######## rs_issue_scheduler ########
Figure 1. Clock distribution (rs_issue_scheduler).
Scale bar: 50 µm.
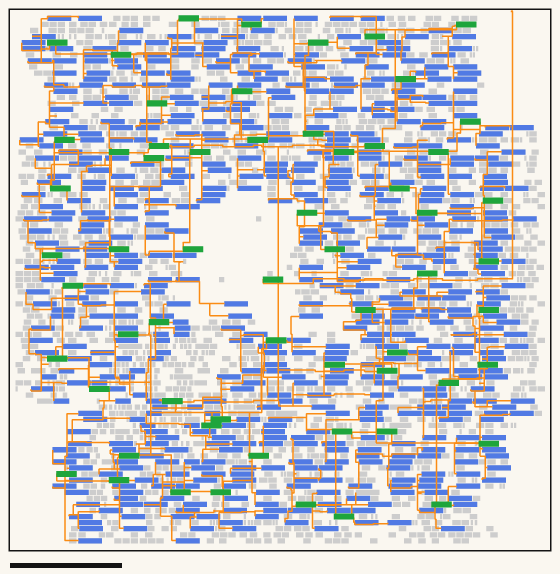

`src/rtl/rs_issue_scheduler.sv`:
```
`default_nettype none
// ============================================================================
// Module   : rs_issue_scheduler
// Brief    : Reservation station with CDB wakeup, age-matrix oldest-ready
//            select and valid/ready issue to a single functional unit.
// Revision : 1.0 - initial release
// ============================================================================
module rs_issue_scheduler #(
    parameter int RS_SIZE  = 4,
    parameter int REG_SIZE = 64,
    parameter int TAG_W    = 5
) (
    input  logic                           i_clk,
    input  logic                           i_reset,
    input  logic                           i_flush,
    input  logic                           i_alloc_valid,
    output logic                           o_alloc_ready,
    input  logic                           i_alloc_op1_valid,
    input  logic [TAG_W-1:0]               i_alloc_op1_tag,
    input  logic [REG_SIZE-1:0]            i_alloc_op1_value,
    input  logic                           i_alloc_op2_valid,
    input  logic [TAG_W-1:0]               i_alloc_op2_tag,
    input  logic [REG_SIZE-1:0]            i_alloc_op2_value,
    input  logic [TAG_W-1:0]               i_alloc_dst_tag,
    input  logic                           i_cdb_valid,
    input  logic [TAG_W-1:0]               i_cdb_tag,
    input  logic [REG_SIZE-1:0]            i_cdb_value,
    output logic                           o_issue_valid,
    input  logic                           i_issue_ready,
    output logic [REG_SIZE-1:0]            o_issue_op1,
    output logic [REG_SIZE-1:0]            o_issue_op2,
    output logic [TAG_W-1:0]               o_issue_dst_tag,
    output logic [$clog2(RS_SIZE+1)-1:0]   o_count
);

    localparam int                 c_IDX_W = (RS_SIZE > 1) ? $clog2(RS_SIZE) : 1;
    localparam int                 c_CNT_W = $clog2(RS_SIZE + 1);
    localparam logic [c_CNT_W-1:0] c_FULL  = c_CNT_W'(RS_SIZE);
    localparam logic [c_CNT_W-1:0] c_ONE   = c_CNT_W'(1);

    // Control state (reset)
    logic [RS_SIZE-1:0]  r_busy;
    logic [RS_SIZE-1:0]  r_older [RS_SIZE];
    logic                r_locked;
    logic [c_IDX_W-1:0]  r_lock_idx;
    logic [c_CNT_W-1:0]  r_count;

    // Payload state (qualified by r_busy, no reset needed)
    logic [RS_SIZE-1:0]  r_op1_valid;
    logic [RS_SIZE-1:0]  r_op2_valid;
    logic [TAG_W-1:0]    r_op1_tag   [RS_SIZE];
    logic [TAG_W-1:0]    r_op2_tag   [RS_SIZE];
    logic [REG_SIZE-1:0] r_op1_value [RS_SIZE];
    logic [REG_SIZE-1:0] r_op2_value [RS_SIZE];
    logic [TAG_W-1:0]    r_dst_tag   [RS_SIZE];

    logic [RS_SIZE-1:0]  w_ready;
    logic [RS_SIZE-1:0]  w_is_oldest;
    logic [c_IDX_W-1:0]  w_oldest_idx;
    logic [c_IDX_W-1:0]  w_free_idx;
    logic [c_IDX_W-1:0]  w_sel;
    logic                w_alloc_ready;
    logic                w_issue_valid;
    logic                w_alloc_fire;
    logic                w_issue_fire;
    logic                w_op1_bypass;
    logic                w_op2_bypass;

    assign w_ready       = r_busy & r_op1_valid & r_op2_valid;
    assign w_alloc_ready = (r_count < c_FULL);
    assign w_issue_valid = !i_flush && (r_locked || (|w_ready));
    assign w_alloc_fire  = i_alloc_valid && w_alloc_ready && !i_flush;
    assign w_issue_fire  = w_issue_valid && i_issue_ready;
    assign w_sel         = r_locked ? r_lock_idx : w_oldest_idx;

    assign w_op1_bypass  = !i_alloc_op1_valid && i_cdb_valid && (i_alloc_op1_tag == i_cdb_tag);
    assign w_op2_bypass  = !i_alloc_op2_valid && i_cdb_valid && (i_alloc_op2_tag == i_cdb_tag);

    // An entry is oldest-ready when it is older than every other ready entry
    always_comb begin
        w_is_oldest = '0;
        for (int i = 0; i < RS_SIZE; i++) begin
            w_is_oldest[i] = w_ready[i];
            for (int j = 0; j < RS_SIZE; j++) begin
                if (j != i && w_ready[j] && !r_older[i][j]) begin
                    w_is_oldest[i] = 1'b0;
                end
            end
        end
    end

    always_comb begin
        w_oldest_idx = '0;
        for (int i = 0; i < RS_SIZE; i++) begin
            if (w_is_oldest[i]) begin
                w_oldest_idx = c_IDX_W'(i);
            end
        end
    end

    always_comb begin
        w_free_idx = '0;
        for (int i = RS_SIZE - 1; i >= 0; i--) begin
            if (!r_busy[i]) begin
                w_free_idx = c_IDX_W'(i);
            end
        end
    end

    assign o_alloc_ready   = w_alloc_ready;
    assign o_count         = r_count;
    assign o_issue_valid   = w_issue_valid;
    assign o_issue_op1     = w_issue_valid ? r_op1_value[w_sel] : '0;
    assign o_issue_op2     = w_issue_valid ? r_op2_value[w_sel] : '0;
    assign o_issue_dst_tag = w_issue_valid ? r_dst_tag[w_sel]   : '0;

    always_ff @(posedge i_clk) begin
        if (i_reset || i_flush) begin
            r_busy     <= '0;
            r_locked   <= 1'b0;
            r_lock_idx <= '0;
            r_count    <= '0;
            for (int i = 0; i < RS_SIZE; i++) begin
                r_older[i] <= '0;
            end
        end else begin
            if (w_issue_valid && !i_issue_ready) begin
                r_locked   <= 1'b1;
                r_lock_idx <= w_sel;
            end
            if (w_issue_fire) begin
                r_locked      <= 1'b0;
                r_busy[w_sel] <= 1'b0;
                r_older[w_sel] <= '0;
                for (int j = 0; j < RS_SIZE; j++) begin
                    r_older[j][w_sel] <= 1'b0;
                end
            end
            // The free slot is never the issuing one, so these writes never collide
            if (w_alloc_fire) begin
                r_busy[w_free_idx]  <= 1'b1;
                r_older[w_free_idx] <= '0;
                for (int j = 0; j < RS_SIZE; j++) begin
                    if (r_busy[j] && !(w_issue_fire && (w_sel == c_IDX_W'(j)))) begin
                        r_older[j][w_free_idx] <= 1'b1;
                    end
                end
            end
            if (w_alloc_fire && !w_issue_fire) begin
                r_count <= r_count + c_ONE;
            end else if (!w_alloc_fire && w_issue_fire) begin
                r_count <= r_count - c_ONE;
            end
        end
    end

    always_ff @(posedge i_clk) begin
        for (int i = 0; i < RS_SIZE; i++) begin
            if (i_cdb_valid && r_busy[i]) begin
                if (!r_op1_valid[i] && (r_op1_tag[i] == i_cdb_tag)) begin
                    r_op1_valid[i] <= 1'b1;
                    r_op1_value[i] <= i_cdb_value;
                end
                if (!r_op2_valid[i] && (r_op2_tag[i] == i_cdb_tag)) begin
                    r_op2_valid[i] <= 1'b1;
                    r_op2_value[i] <= i_cdb_value;
                end
            end
        end
        if (w_alloc_fire) begin
            r_op1_valid[w_free_idx] <= i_alloc_op1_valid || w_op1_bypass;
            r_op1_tag[w_free_idx]   <= i_alloc_op1_tag;
            r_op1_value[w_free_idx] <= w_op1_bypass ? i_cdb_value : i_alloc_op1_value;
            r_op2_valid[w_free_idx] <= i_alloc_op2_valid || w_op2_bypass;
            r_op2_tag[w_free_idx]   <= i_alloc_op2_tag;
            r_op2_value[w_free_idx] <= w_op2_bypass ? i_cdb_value : i_alloc_op2_value;
            r_dst_tag[w_free_idx]   <= i_alloc_dst_tag;
        end
    end

endmodule
`default_nettype wire

```
`config.mk`:
```
export PLATFORM = sky130hd
export DESIGN_NAME = rs_issue_scheduler
export DESIGN_NICKNAME = d
export VERILOG_FILES = /design/src/rtl/rs_issue_scheduler.sv
export SDC_FILE = /design/constraint.sdc
export NUM_CORES = 1
export LEC_CHECK = 0
export ABC_CLOCK_PERIOD_IN_PS = 13100
export CAP_MARGIN = 20
export CORE_MARGIN = 2
export CORE_UTILIZATION = 50
export DETAILED_ROUTE_END_ITERATION = 7
export PLACE_DENSITY = 0.73
export SLEW_MARGIN = 40
export SYNTH_ARGS = -nofsm -noshare
export SYNTH_HDL_FRONTEND = slang
export SYNTH_SLANG_ARGS = --single-unit
```
`constraint.sdc`:
```
create_clock -name i_clk -period 13.1 [get_ports i_clk]
set_input_delay 2.62 -clock i_clk [delete_from_list [all_inputs] [get_ports i_clk]]
set_output_delay 2.62 -clock i_clk [all_outputs]
set_load 0.05 [all_outputs]
```
######## values_ram_arbiter ########
==> config.mk <==
export PLATFORM = sky130hd
export DESIGN_NAME = values_ram_arbiter
export DESIGN_NICKNAME = d
export VERILOG_FILES = /design/src/rtl/values_ram_arbiter.sv
export SDC_FILE = /design/constraint.sdc
export NUM_CORES = 1
export LEC_CHECK = 0
export ABC_AREA = 0
export CAP_MARGIN = 10
export CORE_UTILIZATION = 40
export CTS_CLUSTER_DIAMETER = 30
export DETAILED_ROUTE_END_ITERATION = 7
export GPL_ROUTABILITY_DRIVEN = 0
export HOLD_SLACK_MARGIN = 0.03
export PLACE_DENSITY = 0.84
export REMOVE_ABC_BUFFERS = 1
export SLEW_MARGIN = 40
export SYNTH_ARGS = -nofsm -noshare
export SYNTH_HDL_FRONTEND = slang
export SYNTH_SLANG_ARGS = --single-unit
==> constraint.sdc <==
create_clock -name clk -period 3.5 [get_ports clk]
set_input_delay 0.7 -clock clk [delete_from_list [all_inputs] [get_ports clk]]
set_output_delay 0.7 -clock clk [all_outputs]
set_load 0.02 [all_outputs]
==> src/rtl/values_ram_arbiter.sv <==
// values_ram_arbiter: two-requester (CPU, debug/loader) arbiter for a
// single-port values RAM. Each access is a fixed four-cycle sequence:
// grant/latch, raise ram_clk, drop ram_clk and capture read data, then a
// one-cycle done pulse. The CPU has priority, but a pending debug request is
// served after STARVE_LIMIT consecutive CPU grants made while it waited.
// Every output is a flop.
module values_ram_arbiter #(
  parameter int STARVE_LIMIT = 4,
  parameter int DATA_W       = 8,
  parameter int ADDR_W       = 8
) (
  input  logic              clk,
  input  logic              reset,
  // CPU requester
  input  logic              cpu_req,
  input  logic              cpu_we,
  input  logic [ADDR_W-1:0] cpu_addr,
  input  logic [DATA_W-1:0] cpu_wdata,
  output logic              cpu_gnt,
  output logic              cpu_done,
  output logic [DATA_W-1:0] cpu_rdata,
  // debug/loader requester
  input  logic              dbg_req,
  input  logic              dbg_we,
  input  logic [ADDR_W-1:0] dbg_addr,
  input  logic [DATA_W-1:0] dbg_wdata,
  output logic              dbg_gnt,
  output logic              dbg_done,
  output logic [DATA_W-1:0] dbg_rdata,
  // values RAM
  output logic [ADDR_W-1:0] ram_addr,
  output logic [DATA_W-1:0] ram_data,
  output logic              ram_ew,
  output logic              ram_clk,
  input  logic [DATA_W-1:0] ram_q
);

  localparam int CNT_W = (STARVE_LIMIT < 1) ? 1 : $clog2(STARVE_LIMIT + 1);
  localparam logic [CNT_W-1:0] CNT_MAX = CNT_W'(STARVE_LIMIT);

  typedef enum logic [1:0] {
    IDLE   = 2'd0,
    SETUP  = 2'd1,
    STROBE = 2'd2,
    DONE   = 2'd3
  } state_t;

  state_t            state, state_nxt;
  logic              owner_dbg, owner_dbg_nxt;   // 1: debug owns the current access
  logic [CNT_W-1:0]  starve_cnt, starve_cnt_nxt;
  logic              pick_dbg;

  logic              cpu_gnt_nxt, cpu_done_nxt;
  logic [DATA_W-1:0] cpu_rdata_nxt;
  logic              dbg_gnt_nxt, dbg_done_nxt;
  logic [DATA_W-1:0] dbg_rdata_nxt;
  logic [ADDR_W-1:0] ram_addr_nxt;
  logic [DATA_W-1:0] ram_data_nxt;
  logic              ram_ew_nxt, ram_clk_nxt;

  // Saturating increment of the starvation counter.
  function automatic logic [CNT_W-1:0] sat_inc(input logic [CNT_W-1:0] v);
    if (v == CNT_MAX) return v;
    return v + CNT_W'(1);
  endfunction

  // Next-state and next-output logic; every register holds by default.
  always_comb begin
    state_nxt      = state;
    owner_dbg_nxt  = owner_dbg;
    starve_cnt_nxt = starve_cnt;
    pick_dbg       = 1'b0;
    cpu_gnt_nxt    = cpu_gnt;
    cpu_done_nxt   = cpu_done;
    cpu_rdata_nxt  = cpu_rdata;
    dbg_gnt_nxt    = dbg_gnt;
    dbg_done_nxt   = dbg_done;
    dbg_rdata_nxt  = dbg_rdata;
    ram_addr_nxt   = ram_addr;
    ram_data_nxt   = ram_data;
    ram_ew_nxt     = ram_ew;
    ram_clk_nxt    = ram_clk;

    case (state)
      IDLE: begin
        cpu_done_nxt = 1'b0;
        dbg_done_nxt = 1'b0;
        ram_clk_nxt  = 1'b0;
        ram_ew_nxt   = 1'b0;
        if (cpu_req || dbg_req) begin
          pick_dbg      = dbg_req && (!cpu_req || (starve_cnt == CNT_MAX));
          owner_dbg_nxt = pick_dbg;
          if (pick_dbg) begin
            ram_addr_nxt = dbg_addr;
            ram_data_nxt = dbg_wdata;
            ram_ew_nxt   = dbg_we;
            dbg_gnt_nxt  = 1'b1;
          end else begin
            ram_addr_nxt = cpu_addr;
            ram_data_nxt = cpu_wdata;
            ram_ew_nxt   = cpu_we;
            cpu_gnt_nxt  = 1'b1;
          end
          // Only a CPU grant that overtook a waiting debug request counts.
          if (pick_dbg || !dbg_req) starve_cnt_nxt = '0;
          else                      starve_cnt_nxt = sat_inc(starve_cnt);
          state_nxt = SETUP;
        end
      end
      SETUP: begin
        ram_clk_nxt = 1'b1;
        state_nxt   = STROBE;
      end
      STROBE: begin
        ram_clk_nxt = 1'b0;
        ram_ew_nxt  = 1'b0;
        // ram_ew still reflects the access type here: 0 means read.
        if (!ram_ew) begin
          if (owner_dbg) dbg_rdata_nxt = ram_q;
          else           cpu_rdata_nxt = ram_q;
        end
        state_nxt = DONE;
      end
      DONE: begin
        // Hand-off: gnt drops as done rises; done is cleared back in IDLE.
        if (owner_dbg) begin
          dbg_gnt_nxt  = 1'b0;
          dbg_done_nxt = 1'b1;
        end else begin
          cpu_gnt_nxt  = 1'b0;
          cpu_done_nxt = 1'b1;
        end
        state_nxt = IDLE;
      end
      default: state_nxt = IDLE;
    endcase
  end

  // State, arbitration bookkeeping and all output registers.
  always_ff @(posedge clk or posedge reset) begin
    if (reset) begin
      state      <= IDLE;
      owner_dbg  <= 1'b0;
      starve_cnt <= '0;
      cpu_gnt    <= 1'b0;
      cpu_done   <= 1'b0;
      cpu_rdata  <= '0;
      dbg_gnt    <= 1'b0;
      dbg_done   <= 1'b0;
      dbg_rdata  <= '0;
      ram_addr   <= '0;
      ram_data   <= '0;
      ram_ew     <= 1'b0;
      ram_clk    <= 1'b0;
    end else begin
      state      <= state_nxt;
      owner_dbg  <= owner_dbg_nxt;
      starve_cnt <= starve_cnt_nxt;
      cpu_gnt    <= cpu_gnt_nxt;
      cpu_done   <= cpu_done_nxt;
      cpu_rdata  <= cpu_rdata_nxt;
      dbg_gnt    <= dbg_gnt_nxt;
      dbg_done   <= dbg_done_nxt;
      dbg_rdata  <= dbg_rdata_nxt;
      ram_addr   <= ram_addr_nxt;
      ram_data   <= ram_data_nxt;
      ram_ew     <= ram_ew_nxt;
      ram_clk    <= ram_clk_nxt;
    end
  end

endmodule
######## fp_divider ########
`config.mk`:
```
export PLATFORM = sky130hd
export DESIGN_NAME = fp_divider
export DESIGN_NICKNAME = d
export VERILOG_FILES = /design/src/rtl/fp_pkg.sv /design/src/rtl/fp_div_step.sv /design/src/rtl/fp_divider.sv
export SDC_FILE = /design/constraint.sdc
export NUM_CORES = 1
export LEC_CHECK = 0
export ABC_AREA = 1
export CORE_MARGIN = 1.5
export CORE_UTILIZATION = 36
export CTS_BUF_LIST = sky130_fd_sc_hd__clkbuf_16
export DETAILED_ROUTE_END_ITERATION = 12
export PLACE_DENSITY_LB_ADDON = 0.15
export RECOVER_POWER = 25
export SETUP_SLACK_MARGIN = 0.4
export SLEW_MARGIN = 15
export SYNTH_ARGS = -nofsm -noshare
export SYNTH_HDL_FRONTEND = slang
export SYNTH_SLANG_ARGS = --single-unit
```
`constraint.sdc`:
```
create_clock -name clk -period 2.9 [get_ports clk]
set_input_delay 0.725 -clock clk [delete_from_list [all_inputs] [get_ports clk]]
set_output_delay 0.725 -clock clk [all_outputs]
set_load 0.02 [all_outputs]
```
`src/rtl/fp_pkg.sv`:
```
// Shared single-precision field definitions for the floating-point divider.
// Holds field widths, the packed float layout, the state encoding and field slice helpers.
package fp_pkg;

  localparam int EXP_W  = 8;
  localparam int FRAC_W = 23;
  localparam int MANT_W = FRAC_W + 1;
  localparam int BIAS   = 127;
  localparam int QBITS  = MANT_W + 1;

  typedef struct packed {
    logic              sign;
    logic [EXP_W-1:0]  exp;
    logic [FRAC_W-1:0] frac;
  } fp32_t;

  typedef enum logic [1:0] {
    IDLE = 2'd0,
    DIV  = 2'd1,
    DONE = 2'd2
  } div_state_t;

  function automatic logic fp_sign(input logic [31:0] x);
    return x[31];
  endfunction

  function automatic logic [EXP_W-1:0] fp_exp(input logic [31:0] x);
    return x[30:23];
  endfunction

  function automatic logic [FRAC_W-1:0] fp_frac(input logic [31:0] x);
    return x[22:0];
  endfunction

endpackage

```
`src/rtl/fp_div_step.sv`:
```
// One restoring-division iteration: compare, conditionally subtract, shift,
// and append the new quotient bit.
module fp_div_step
  import fp_pkg::*;
(
  input  logic [MANT_W:0]   rem,
  input  logic [MANT_W-1:0] q,
  input  logic [MANT_W-1:0] mb,
  output logic [MANT_W:0]   rem_next,
  output logic [MANT_W:0]   q_next
);

  logic [MANT_W-1:0] diff_s;

  // Remainder stays below 2*mb, so the difference always fits in MANT_W bits.
  always_comb begin
    diff_s = rem[MANT_W-1:0] - mb;
    if (rem >= {1'b0, mb}) begin
      rem_next = {diff_s, 1'b0};
      q_next   = {q, 1'b1};
    end else begin
      rem_next = {rem[MANT_W-1:0], 1'b0};
      q_next   = {q, 1'b0};
    end
  end

endmodule

```
`src/rtl/fp_divider.sv`:
```
// Multi-cycle single-precision divider: restoring division, one quotient bit per
// clock, truncating normalisation and wrapping 8-bit exponent arithmetic.
module fp_divider
  import fp_pkg::*;
#(
  parameter int BIAS  = 127,
  parameter int QBITS = 25
) (
  input  logic        clk,
  input  logic        rst,
  input  logic [31:0] a,
  input  logic [31:0] b,
  input  logic        in_valid,
  output logic        in_ready,
  output logic [31:0] result,
  output logic        out_valid,
  input  logic        out_ready
);

  div_state_t        state_r, state_n;
  logic [4:0]        cnt_r, cnt_n;
  logic [MANT_W:0]   rem_r, rem_n;
  logic [MANT_W-1:0] q_r, q_n;
  logic [MANT_W-1:0] mb_r, mb_n;
  logic [EXP_W-1:0]  eq_r, eq_n;
  logic              sign_r, sign_n;
  logic [31:0]       result_r, result_n;
  logic              in_ready_r, in_ready_n;
  logic              out_valid_r, out_valid_n;

  logic [MANT_W:0]   step_rem_s;
  logic [MANT_W:0]   step_q_s;
  logic              sign_in_s;

  fp_div_step u_step (
    .rem      (rem_r),
    .q        (q_r),
    .mb       (mb_r),
    .rem_next (step_rem_s),
    .q_next   (step_q_s)
  );

  assign sign_in_s = fp_sign(a) ^ fp_sign(b);

  function automatic logic [31:0] normalise(input logic s, input logic [EXP_W-1:0] e,
                                            input logic [MANT_W:0] qq);
    fp32_t f;
    f.sign = s;
    if (qq[MANT_W]) begin
      f.exp  = e;
      f.frac = qq[MANT_W-1:1];
    end else begin
      f.exp  = e - 8'd1;
      f.frac = qq[FRAC_W-1:0];
    end
    return f;
  endfunction

  // Next-state, datapath and output-register values.
  always_comb begin
    state_n     = state_r;
    cnt_n       = cnt_r;
    rem_n       = rem_r;
    q_n         = q_r;
    mb_n        = mb_r;
    eq_n        = eq_r;
    sign_n      = sign_r;
    result_n    = result_r;
    in_ready_n  = in_ready_r;
    out_valid_n = out_valid_r;
    case (state_r)
      IDLE: begin
        if (in_valid && in_ready_r) begin
          sign_n     = sign_in_s;
          mb_n       = {1'b1, fp_frac(b)};
          eq_n       = fp_exp(a) - fp_exp(b) + 8'(BIAS);
          in_ready_n = 1'b0;
          if (fp_exp(b) == 8'h00) begin
            result_n    = {sign_in_s, 8'hFF, 23'h0};
            out_valid_n = 1'b1;
            state_n     = DONE;
          end else if (fp_exp(a) == 8'h00) begin
            result_n    = {sign_in_s, 31'h0};
            out_valid_n = 1'b1;
            state_n     = DONE;
          end else begin
            rem_n   = {2'b01, fp_frac(a)};
            q_n     = '0;
            cnt_n   = 5'd0;
            state_n = DIV;
          end
        end else begin
          in_ready_n = 1'b1;
        end
      end
      DIV: begin
        rem_n = step_rem_s;
        q_n   = step_q_s[MANT_W-1:0];
        cnt_n = cnt_r + 5'd1;
        if (cnt_r == 5'(QBITS - 1)) begin
          result_n    = normalise(sign_r, eq_r, step_q_s);
          out_valid_n = 1'b1;
          state_n     = DONE;
        end else begin
          state_n = DIV;
        end
      end
      DONE: begin
        if (out_ready) begin
          out_valid_n = 1'b0;
          in_ready_n  = 1'b1;
          state_n     = IDLE;
        end else begin
          out_valid_n = 1'b1;
        end
      end
      default: begin
        state_n     = IDLE;
        in_ready_n  = 1'b1;
        out_valid_n = 1'b0;
      end
    endcase
  end

  // State and datapath registers with synchronous reset.
  always_ff @(posedge clk) begin
    if (rst) begin
      state_r     <= IDLE;
      cnt_r       <= 5'd0;
      rem_r       <= '0;
      q_r         <= '0;
      mb_r        <= '0;
      eq_r        <= 8'h00;
      sign_r      <= 1'b0;
      result_r    <= 32'h0;
      in_ready_r  <= 1'b1;
      out_valid_r <= 1'b0;
    end else begin
      state_r     <= state_n;
      cnt_r       <= cnt_n;
      rem_r       <= rem_n;
      q_r         <= q_n;
      mb_r        <= mb_n;
      eq_r        <= eq_n;
      sign_r      <= sign_n;
      result_r    <= result_n;
      in_ready_r  <= in_ready_n;
      out_valid_r <= out_valid_n;
    end
  end

  assign in_ready  = in_ready_r;
  assign out_valid = out_valid_r;
  assign result    = result_r;

endmodule

```
######## aes_key_expand ########
File: src/rtl/aes_key_expand.sv
// Iterative AES-128 key expansion: after start, one round key is written per clock
// into an 11-slot schedule register, which is exposed flat and through a per-round read port.
module aes_key_expand #(
  parameter int NR    = 10,
  parameter int KEY_W = 128
) (
  input  logic                      eph1,
  input  logic                      reset,
  input  logic                      start,
  input  logic [KEY_W-1:0]          key_in,
  input  logic [3:0]                rd_round,
  output logic                      busy,
  output logic                      done,
  output logic                      key_valid,
  output logic [(NR+1)*KEY_W-1:0]   key_schedule,
  output logic [KEY_W-1:0]          rd_key
);

  localparam logic [3:0] LAST_ROUND = 4'(NR);

  localparam logic [0:255][7:0] SBOX = {
    8'h63, 8'h7c, 8'h77, 8'h7b, 8'hf2, 8'h6b, 8'h6f, 8'hc5, 8'h30, 8'h01, 8'h67, 8'h2b, 8'hfe, 8'hd7, 8'hab, 8'h76,
    8'hca, 8'h82, 8'hc9, 8'h7d, 8'hfa, 8'h59, 8'h47, 8'hf0, 8'had, 8'hd4, 8'ha2, 8'haf, 8'h9c, 8'ha4, 8'h72, 8'hc0,
    8'hb7, 8'hfd, 8'h93, 8'h26, 8'h36, 8'h3f, 8'hf7, 8'hcc, 8'h34, 8'ha5, 8'he5, 8'hf1, 8'h71, 8'hd8, 8'h31, 8'h15,
    8'h04, 8'hc7, 8'h23, 8'hc3, 8'h18, 8'h96, 8'h05, 8'h9a, 8'h07, 8'h12, 8'h80, 8'he2, 8'heb, 8'h27, 8'hb2, 8'h75,
    8'h09, 8'h83, 8'h2c, 8'h1a, 8'h1b, 8'h6e, 8'h5a, 8'ha0, 8'h52, 8'h3b, 8'hd6, 8'hb3, 8'h29, 8'he3, 8'h2f, 8'h84,
    8'h53, 8'hd1, 8'h00, 8'hed, 8'h20, 8'hfc, 8'hb1, 8'h5b, 8'h6a, 8'hcb, 8'hbe, 8'h39, 8'h4a, 8'h4c, 8'h58, 8'hcf,
    8'hd0, 8'hef, 8'haa, 8'hfb, 8'h43, 8'h4d, 8'h33, 8'h85, 8'h45, 8'hf9, 8'h02, 8'h7f, 8'h50, 8'h3c, 8'h9f, 8'ha8,
    8'h51, 8'ha3, 8'h40, 8'h8f, 8'h92, 8'h9d, 8'h38, 8'hf5, 8'hbc, 8'hb6, 8'hda, 8'h21, 8'h10, 8'hff, 8'hf3, 8'hd2,
    8'hcd, 8'h0c, 8'h13, 8'hec, 8'h5f, 8'h97, 8'h44, 8'h17, 8'hc4, 8'ha7, 8'h7e, 8'h3d, 8'h64, 8'h5d, 8'h19, 8'h73,
    8'h60, 8'h81, 8'h4f, 8'hdc, 8'h22, 8'h2a, 8'h90, 8'h88, 8'h46, 8'hee, 8'hb8, 8'h14, 8'hde, 8'h5e, 8'h0b, 8'hdb,
    8'he0, 8'h32, 8'h3a, 8'h0a, 8'h49, 8'h06, 8'h24, 8'h5c, 8'hc2, 8'hd3, 8'hac, 8'h62, 8'h91, 8'h95, 8'he4, 8'h79,
    8'he7, 8'hc8, 8'h37, 8'h6d, 8'h8d, 8'hd5, 8'h4e, 8'ha9, 8'h6c, 8'h56, 8'hf4, 8'hea, 8'h65, 8'h7a, 8'hae, 8'h08,
    8'hba, 8'h78, 8'h25, 8'h2e, 8'h1c, 8'ha6, 8'hb4, 8'hc6, 8'he8, 8'hdd, 8'h74, 8'h1f, 8'h4b, 8'hbd, 8'h8b, 8'h8a,
    8'h70, 8'h3e, 8'hb5, 8'h66, 8'h48, 8'h03, 8'hf6, 8'h0e, 8'h61, 8'h35, 8'h57, 8'hb9, 8'h86, 8'hc1, 8'h1d, 8'h9e,
    8'he1, 8'hf8, 8'h98, 8'h11, 8'h69, 8'hd9, 8'h8e, 8'h94, 8'h9b, 8'h1e, 8'h87, 8'he9, 8'hce, 8'h55, 8'h28, 8'hdf,
    8'h8c, 8'ha1, 8'h89, 8'h0d, 8'hbf, 8'he6, 8'h42, 8'h68, 8'h41, 8'h99, 8'h2d, 8'h0f, 8'hb0, 8'h54, 8'hbb, 8'h16
  };

  typedef enum logic [1:0] {S_IDLE, S_EXPAND, S_DONE} state_t;

  state_t           state_reg, state_next;
  logic [3:0]       round_reg;
  logic [7:0]       rcon_reg;
  logic             key_valid_reg;
  logic             load, step, last;
  logic [KEY_W-1:0] prev_key, new_key;
  logic [31:0]      p0, p1, p2, p3, rot, g;
  logic [31:0]      w0, w1, w2, w3;

  assign load = (state_reg == S_IDLE) && start;
  assign step = (state_reg == S_EXPAND);
  assign last = step && (round_reg == LAST_ROUND);

  always_ff @(posedge eph1 or posedge reset) begin
    if (reset) state_reg <= S_IDLE;
    else       state_reg <= state_next;
  end

  always_comb begin
    state_next = state_reg;
    case (state_reg)
      S_IDLE:   if (start) state_next = S_EXPAND;
      S_EXPAND: if (last)  state_next = S_DONE;
      S_DONE:   state_next = S_IDLE;
      default:  state_next = S_IDLE;
    endcase
  end

  always_comb begin
    busy = (state_reg == S_EXPAND);
    done = (state_reg == S_DONE);
  end

  assign key_valid = key_valid_reg;

  always_ff @(posedge eph1 or posedge reset) begin
    if (reset) begin
      round_reg     <= 4'd0;
      rcon_reg      <= 8'h01;
      key_valid_reg <= 1'b0;
    end else if (load) begin
      round_reg     <= 4'd1;
      rcon_reg      <= 8'h01;
      key_valid_reg <= 1'b0;
    end else if (step) begin
      round_reg <= round_reg + 4'd1;
      rcon_reg  <= {rcon_reg[6:0], 1'b0} ^ (rcon_reg[7] ? 8'h1b : 8'h00);
      if (last) key_valid_reg <= 1'b1;
    end
  end

  // The slot being produced is always round_reg, so its source is slot round_reg-1.
  always_comb begin
    prev_key = '0;
    for (int i = 0; i < NR; i++) begin
      if (round_reg == 4'(i + 1)) prev_key = key_schedule[i*KEY_W +: KEY_W];
    end
  end

  assign p0  = prev_key[127:96];
  assign p1  = prev_key[95:64];
  assign p2  = prev_key[63:32];
  assign p3  = prev_key[31:0];
  assign rot = {p3[23:0], p3[31:24]};
  assign g   = {SBOX[rot[31:24]] ^ rcon_reg, SBOX[rot[23:16]], SBOX[rot[15:8]], SBOX[rot[7:0]]};
  assign w0  = p0 ^ g;
  assign w1  = w0 ^ p1;
  assign w2  = w1 ^ p2;
  assign w3  = w2 ^ p3;
  assign new_key = {w0, w1, w2, w3};

  genvar gi;
  generate
    for (gi = 0; gi <= NR; gi++) begin : g_slot
      logic [KEY_W-1:0] slot_reg;
      if (gi == 0) begin : g_seed
        always_ff @(posedge eph1 or posedge reset) begin
          if (reset)     slot_reg <= '0;
          else if (load) slot_reg <= key_in;
        end
      end else begin : g_round
        always_ff @(posedge eph1 or posedge reset) begin
          if (reset)                                 slot_reg <= '0;
          else if (step && round_reg == 4'(gi))      slot_reg <= new_key;
        end
      end
      assign key_schedule[gi*KEY_W +: KEY_W] = slot_reg;
    end
  endgenerate

  always_comb begin
    rd_key = '0;
    for (int i = 0; i <= NR; i++) begin
      if (rd_round == 4'(i)) rd_key = key_schedule[i*KEY_W +: KEY_W];
    end
  end

endmodule

File: config.mk
export PLATFORM = sky130hd
export DESIGN_NAME = aes_key_expand
export DESIGN_NICKNAME = d
export VERILOG_FILES = /design/src/rtl/aes_key_expand.sv
export SDC_FILE = /design/constraint.sdc
export NUM_CORES = 2
export LEC_CHECK = 0
export CAP_MARGIN = 25
export CORE_AREA = 8 8 644 646
export CTS_CLUSTER_SIZE = 30
export DETAILED_ROUTE_END_ITERATION = 8
export DIE_AREA = 0 0 652 654
export GPL_TIMING_DRIVEN = 1
export PLACE_DENSITY = 0.45
export SLEW_MARGIN = 20
export SYNTH_ARGS = -nofsm -noshare
export SYNTH_HDL_FRONTEND = slang
export SYNTH_SLANG_ARGS = --single-unit
export TNS_END_PERCENT = 5
File: constraint.sdc
create_clock -name eph1 -period 48.4 [get_ports eph1]
set_clock_uncertainty 0.2 [all_clocks]
set_input_delay 12.1 -clock eph1 [delete_from_list [all_inputs] [get_ports eph1]]
set_output_delay 12.1 -clock eph1 [all_outputs]
set_load 0.1 [all_outputs]
Figure 2. Clock wiring as the flow saved it (fp_divider).
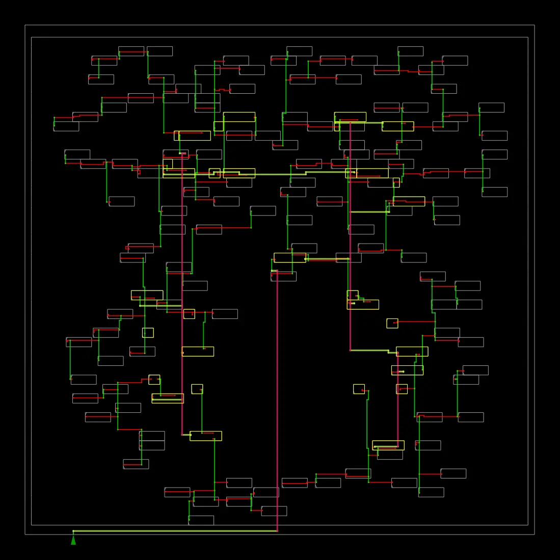
Num CTS Buffers: 17
Layout Skew: 0.007745 ns
CLK BUF: 17

==> metrics.cfg, fp_divider <==
[cells_and_area]
stdcell_count = 1551
layout_top_cells = nand2_1, inv_1, a21oi_1, dfxtp_1, clkdlybuf4s50_1
final_common_cell = nand2_1

[sta]
rsz0062_at_grt = yes
worst_slew_pin_slew_ns = 0.6756

[clocking]
htree_levels = 4
clockRootBuffer = clkbuf_16

[setup_path]
startpoint = b[30]
crit_chain = clkdlybuf4s50_1 -> nor2_1 -> nand3_1 -> nor2_1 -> nor2_1 -> o21ai_4 -> clkbuf_2 -> nor3_1 -> nand3_1 -> nand2_1 -> nor2_1
cp_top_family = simple AND/OR/NAND/NOR gates
startpoint_type = primary input

[synth]
top_cell = nand2_1
ys_warn_count = 0
netlist_area_mm2 = 0.007538

[route]
dr.pass1.iters = 5

[hold_path]
whs_path_depth = 2

[run_status]
status = completed

[fp_divider: cells by family (layout without fill, tap and decap cells)]
| family | Yosys count | count (layout) |
|---|---|---|
| AND-OR/OR-AND | 233 | 233 |
| XOR/XNOR | 21 | 21 |
| adder cells (fa/ha/maj) | 42 | 42 |
| buffers and inverters | 236 | 338 |
| flip-flops | 123 | 123 |
| AND/OR/NAND/NOR | 523 | 524 |
[fp_divider: final cells by class]
cell class / instances / area [µm²]
fillers: 2156 / 10980
multi-input cells: 820 / 4184
flip-flops and latches: 123 / 2462
repair buffers: 120 / 1157
inverters: 186 / 698.2
clock buffers: 17 / 425.4
well taps: 270 / 337.8
clock inverters: 15 / 115.1
[fp_divider: routing by layer]
layer  vias to the layer above  track usage [%]  share of wire, %
li1                       3951                -                 -
met1                      3384            27.92                51
met2                       141            29.70                42
met3                        23            4.043               5.0
met4                         2            6.150               1.4
met5                         -                0             0.077
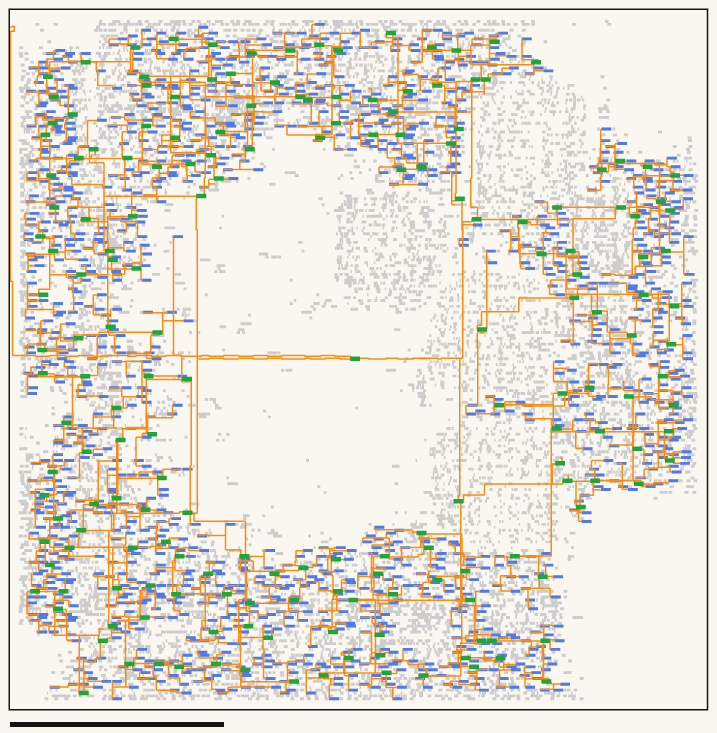
Figure 3: aes_key_expand, clock distribution.
Scale bar: 200 µm.
[clock-net drivers] green | count: 188
[clock wires] orange | length: 25.8 mm
[flip-flops] blue | count: 1423
flops lie: widely spread
routed clock nets: 189
clk ins delay skew pair: 0.93 ns

==> metrics.cfg, aes_key_expand <==
[run_status]
status = finished, violations left
violations = DRC

[clocking]
cts.repair.resized = 0
cts_setup_buffers = 0

[route]
dr.pass1.iters = 9
drc = 10
viasPerCell = 5.731

[synth]
ys_types = 118
synthTopCellsByCount = nand2_1, o21ai_0, dfrtp_1, clkbuf_1, nor2_1
synthCells = 10500
netlist_area_mm2 = 0.08450
fp_nets = 10690

[cells_and_area]
design_area_mm2 = 0.1190
areaGrowthSynthToFinish_pct = 40.86
final_common_cell = nand2_1
antenna_cells = 20
nets = 12130
nonClkBufAreaFrac_pct = 20.49

[sta]
slew_headroom_pct = 19.58
fmax_ghz = 0.03288

[floorplanning]
io_pins = 1674
num_tap_cells = 5428

[setup_path]
r2r_slack_ns = 38.72

[global_route]
antenna_found_initial = 49

aes_key_expand: worst max-delay path, delay by kind of cell:
| kind | cells | cell delay, ns |
|---|---|---|
| AOI/OAI and AO/OA | 6 | 1.52 |
| and+or+nand+nor | 2 | 0.68 |
| buffers and inverters | 5 | 3.61 |
aes_key_expand: routing by layer:
| metal | vias to the layer above | wire length [µm] | track usage (%) |
|---|---|---|---|
| met1 | 50780 | 284200 | 40.84 |
| met4 | 18 | 60510 | 21.49 |
| met3 | 1379 | 72980 | 8.648 |
| met2 | 6882 | 324500 | 51.23 |
| li1 | 41400 | - | - |
| met5 | - | 126 | 0 |
aes_key_expand: kinds of logic (layout without fill, tap and decap cells):
logic type | count (synthesis) | count (layout) | share of synthesized area [%]
compound gates | 4262 | 4262 | 32.09
xor+xnor | 193 | 193 | 2.181
fa+ha+maj | 60 | 60 | 0.8854
buf+inv | 1110 | 2696 | 5.427
flops | 1423 | 1423 | 42.14
mux | 51 | 51 | 0.6174
other cells | 0 | 20 | 0
simple gates | 3397 | 3397 | 16.66
Figure 4. Cell classes on the final placement (rs_issue_scheduler).
Scale bar: 50 µm.
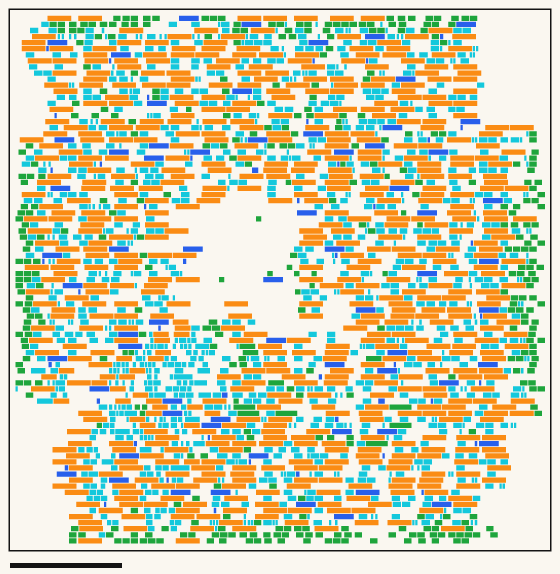
[remaining buffers and delay cells] green | cells: 394 | share of their area: 12%
[remaining logic cells] cyan | cells: 1130 | share of their area: 29%
[clock drivers and dummy loads] blue | cells: 110 | share of their area: 5.5%
[sequential cells] orange | cells: 599 | share of their area: 53%
Seq area share: 51.59%
core region area: 0.05617 mm²
Core Rows: 87
fin area: 0.03434 mm²

## Picture notes: Figure 1
[flip-flops] blue | count: 599
[clock-net drivers] green | count: 61
[clock wires] orange | length: 7340 µm
flops lie: widely spread
routed clock nets: 62
clk ins delay skew pair: 0.63 ns

==> metrics.cfg, rs_issue_scheduler <==
[setup_path]
startpoint_type = primary input
crit_buf_inv = 6

[run_status]
status = completed

[sta]
clock_skew_ns = 0.01183
worst_slew_pin_slew_ns = 0.8352

[cells_and_area]
layout-drive-gt1-share_pct = 28.39

[route]
antenna_left = 0
routed_wl_um = 78490

[synth]
yosysCellCount = 1851
synth.cellmix.xorXnorShare_pct = 1.612
largest_area_cell = edfxtp_1
synthArstFlopShare_pct = 0

[hold_path]
hold_path_class = flip-flop to flip-flop

[clocking]
cts_setup_buffers = 0

[job]
warnings = 26

-- rs_issue_scheduler: cell usage in the layout (no fill, tap or decap), types with 4 or more instances in the layout --
master | Yosys | final
a21oi_1 | 13 | 13
a222oi_1 | 133 | 133
a22oi_1 | 4 | 4
and3_1 | 4 | 4
buf_12 | 0 | 4
buf_16 | 0 | 6
buf_4 | 10 | 23
buf_6 | 44 | 4
clkbuf_1 | 27 | 12
clkbuf_16 | 0 | 63
clkdlybuf4s50_1 | 0 | 357
clkinv_1 | 0 | 21
clkinv_2 | 0 | 9
dfxtp_1 | 27 | 27
diode_2 | 0 | 9
edfxtp_1 | 572 | 572
inv_1 | 7 | 6
mux2_1 | 26 | 26
mux2_2 | 486 | 486
nand2_1 | 277 | 276
nand2_4 | 4 | 5
nand2b_1 | 8 | 6
nand3_1 | 7 | 7
nand4_1 | 11 | 11
nand4b_1 | 9 | 9
nor2_1 | 13 | 12
nor2_4 | 1 | 4
nor3_1 | 9 | 9
nor4_1 | 5 | 5
o21ai_0 | 14 | 12
xnor2_1 | 25 | 25
xor2_1 | 27 | 27
Figure 5. Clock wiring as the flow saved it (values_ram_arbiter).
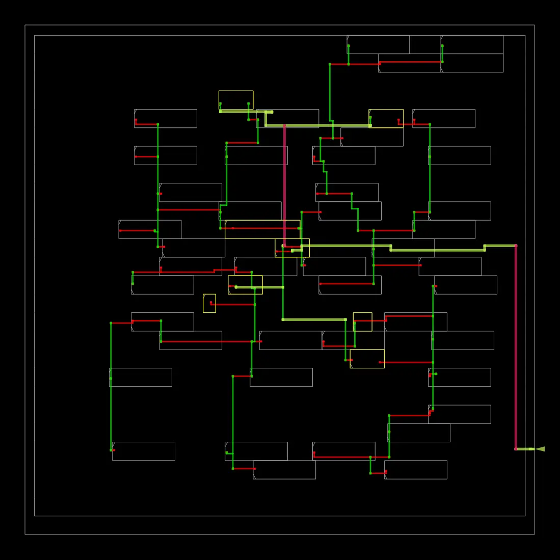
CLK BUF: 5
clk ins delay skew pair: 0.30 ns
sequential cell count: 44
Num CTS Buffers: 5

Figure 6. Clock distribution (values_ram_arbiter).
Scale bar: 20 µm.
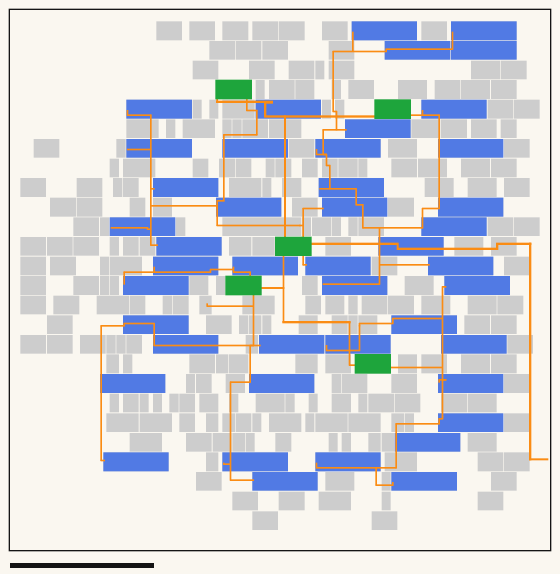
[flip-flops] blue | count: 44
[clock-net drivers] green | count: 5
[clock wires] orange | length: 546 µm
routed clock nets: 6
Layout Skew: 0.004785 ns

==> metrics.cfg, values_ram_arbiter <==
[run_status]
status = completed

[hold_path]
hold_path_class = flip-flop to flip-flop

[route]
dr.pass1.iters = 4
post_drt_wl_per_cell_um = 15.54
antenna_left = 0

[setup_path]
crit_chain = clkdlybuf4s50_1 -> a21bo_1 -> and2_4 -> a221o_1
critical_path_arrival_ns = 2.45
slowest_delay_ns = 0.61

[synth]
ys_seq_elements = 44
netlist_area_mm2 = 0.002130
synth_seq_share_pct = 51.70
synth_area_per_cell_um2 = 10.81

[placed_design]
dp_slack_ns = 0.9277
hpwl_um = 3870

[cells_and_area]
design_area_mm2 = 0.003102
nets = 327

[job]
cap_violations = 0

[clocking]
clockRootBuffer = clkbuf_8
numClockSinks = 44
path_clk_slew_ns = 0.09

[global_route]
grt_most_used_layer = met2

[sta]
tns_ns = 0

values_ram_arbiter: worst max-delay path by stage:
| stage | start | endpoint | slack [ns] |
|---|---|---|---|
| finish | cpu_req | ram_ew$_DFFE_PP0N_ | 1.23 |
| global route | cpu_req | ram_ew$_DFFE_PP0N_ | 1.17 |
| global placement | cpu_req | ram_ew$_DFFE_PP0N_ | 0.95 |
| floorplan | state[0]$_DFFE_PP0N_ | ram_ew$_DFFE_PP0N_ | 1.02 |
| detailed placement | cpu_req | ram_ew$_DFFE_PP0N_ | 0.93 |
| CTS | cpu_req | ram_ew$_DFFE_PP0N_ | 1.25 |
values_ram_arbiter: layout make-up:
| class | count | area [µm²] | area share [%] |
|---|---|---|---|
| Tap cell | 70 | 87.58 | 2.824 |
| Inverter | 11 | 43.79 | 1.412 |
| Multi-Input combinational cell | 127 | 904.6 | 29.17 |
| Clock inverter | 3 | 42.54 | 1.372 |
| Clock buffer | 5 | 68.82 | 2.219 |
| Sequential cell | 44 | 1101 | 35.50 |
| Timing Repair Buffer | 86 | 853.3 | 27.51 |

==> layout pictures side by side <==
Signal wires by layer.
Two of the layers only.
(a)
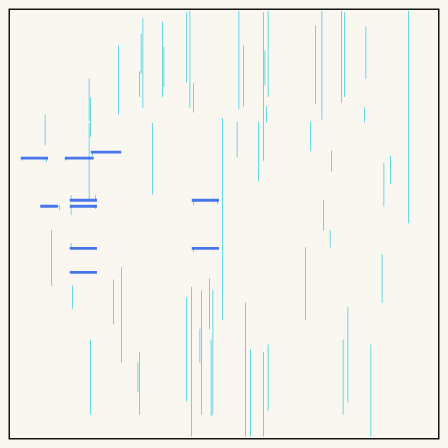
(b)
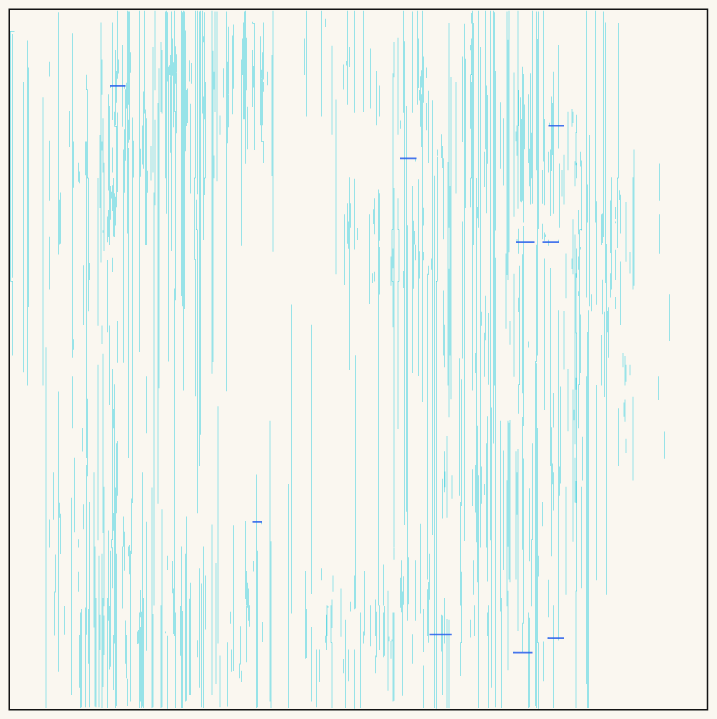
(c)
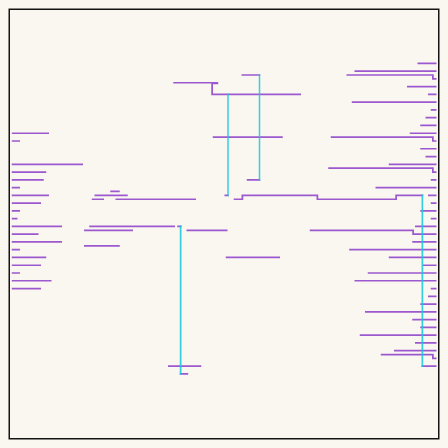
aes_key_expand: (b)
rs_issue_scheduler: (a)
values_ram_arbiter: (c)
- least wire: (c)
- most wire: (b)

Key to (b):
[M5] blue | wire length: 126 µm
[M4] cyan | wire length: 60.5 mm



==> layout pictures side by side <==
Power grid.
Pins as bars on the die edge.
Plate I
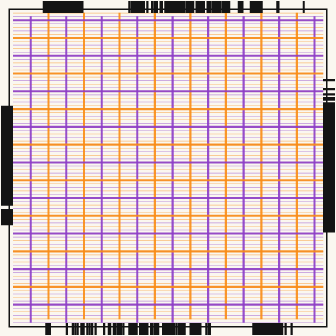
Plate II
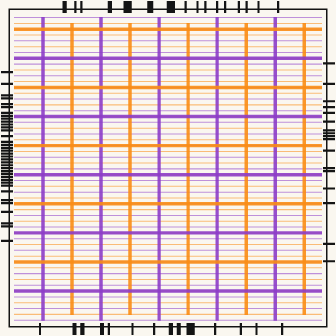
Plate III
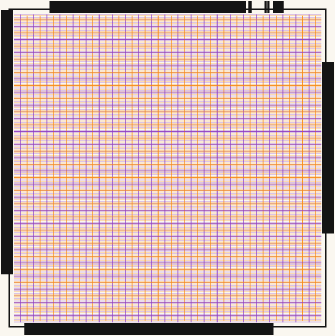
Plate IV
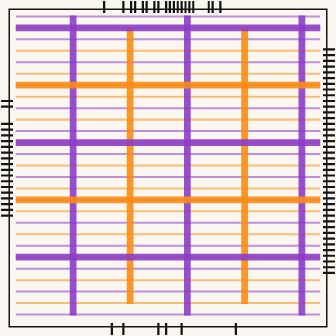
- aes_key_expand = Plate III
- rs_issue_scheduler = Plate I
- values_ram_arbiter = Plate IV
- fp_divider = Plate II
The one with the fewest pins is Plate IV.
The one with the largest die is Plate III.


==> layout pictures side by side <==
Cell classes on the final placement.
image #1
Scale bar: 20 µm.
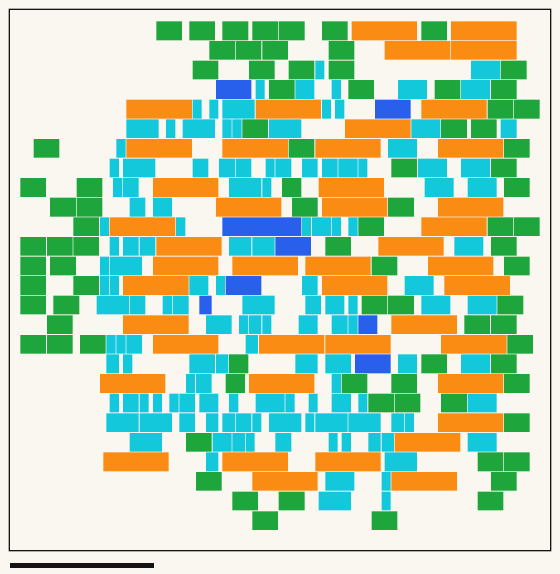
image #2
Scale bar: 50 µm.
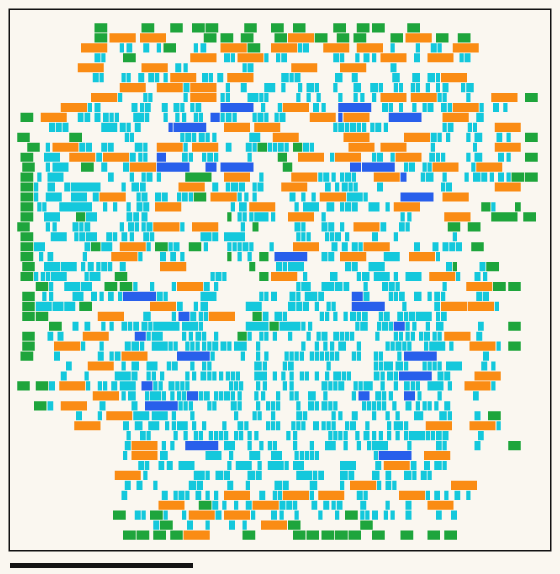
image #3
Scale bar: 200 µm.
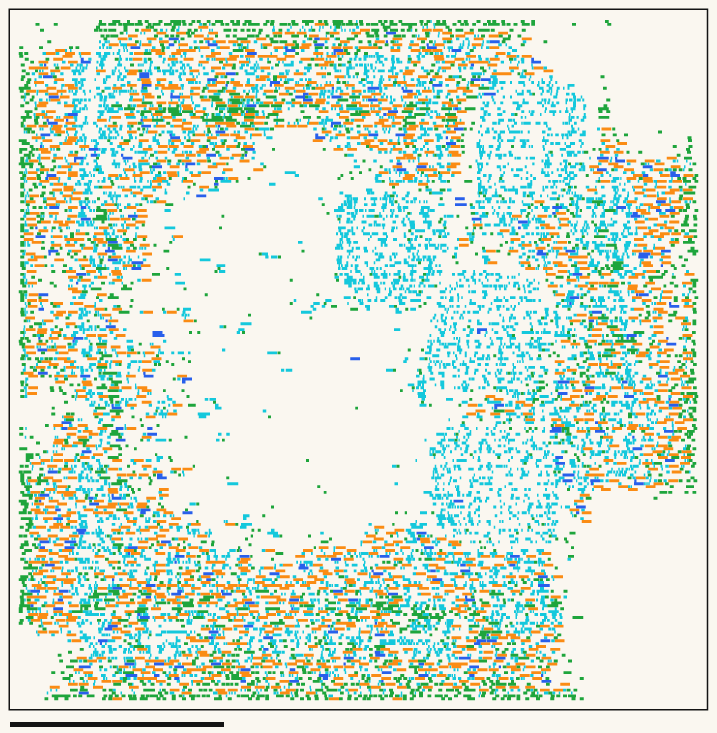
Of these, highest utilization: image #1
Of these, most sequential cells: image #3
image #2: fp_divider
image #3: aes_key_expand
image #1: values_ram_arbiter

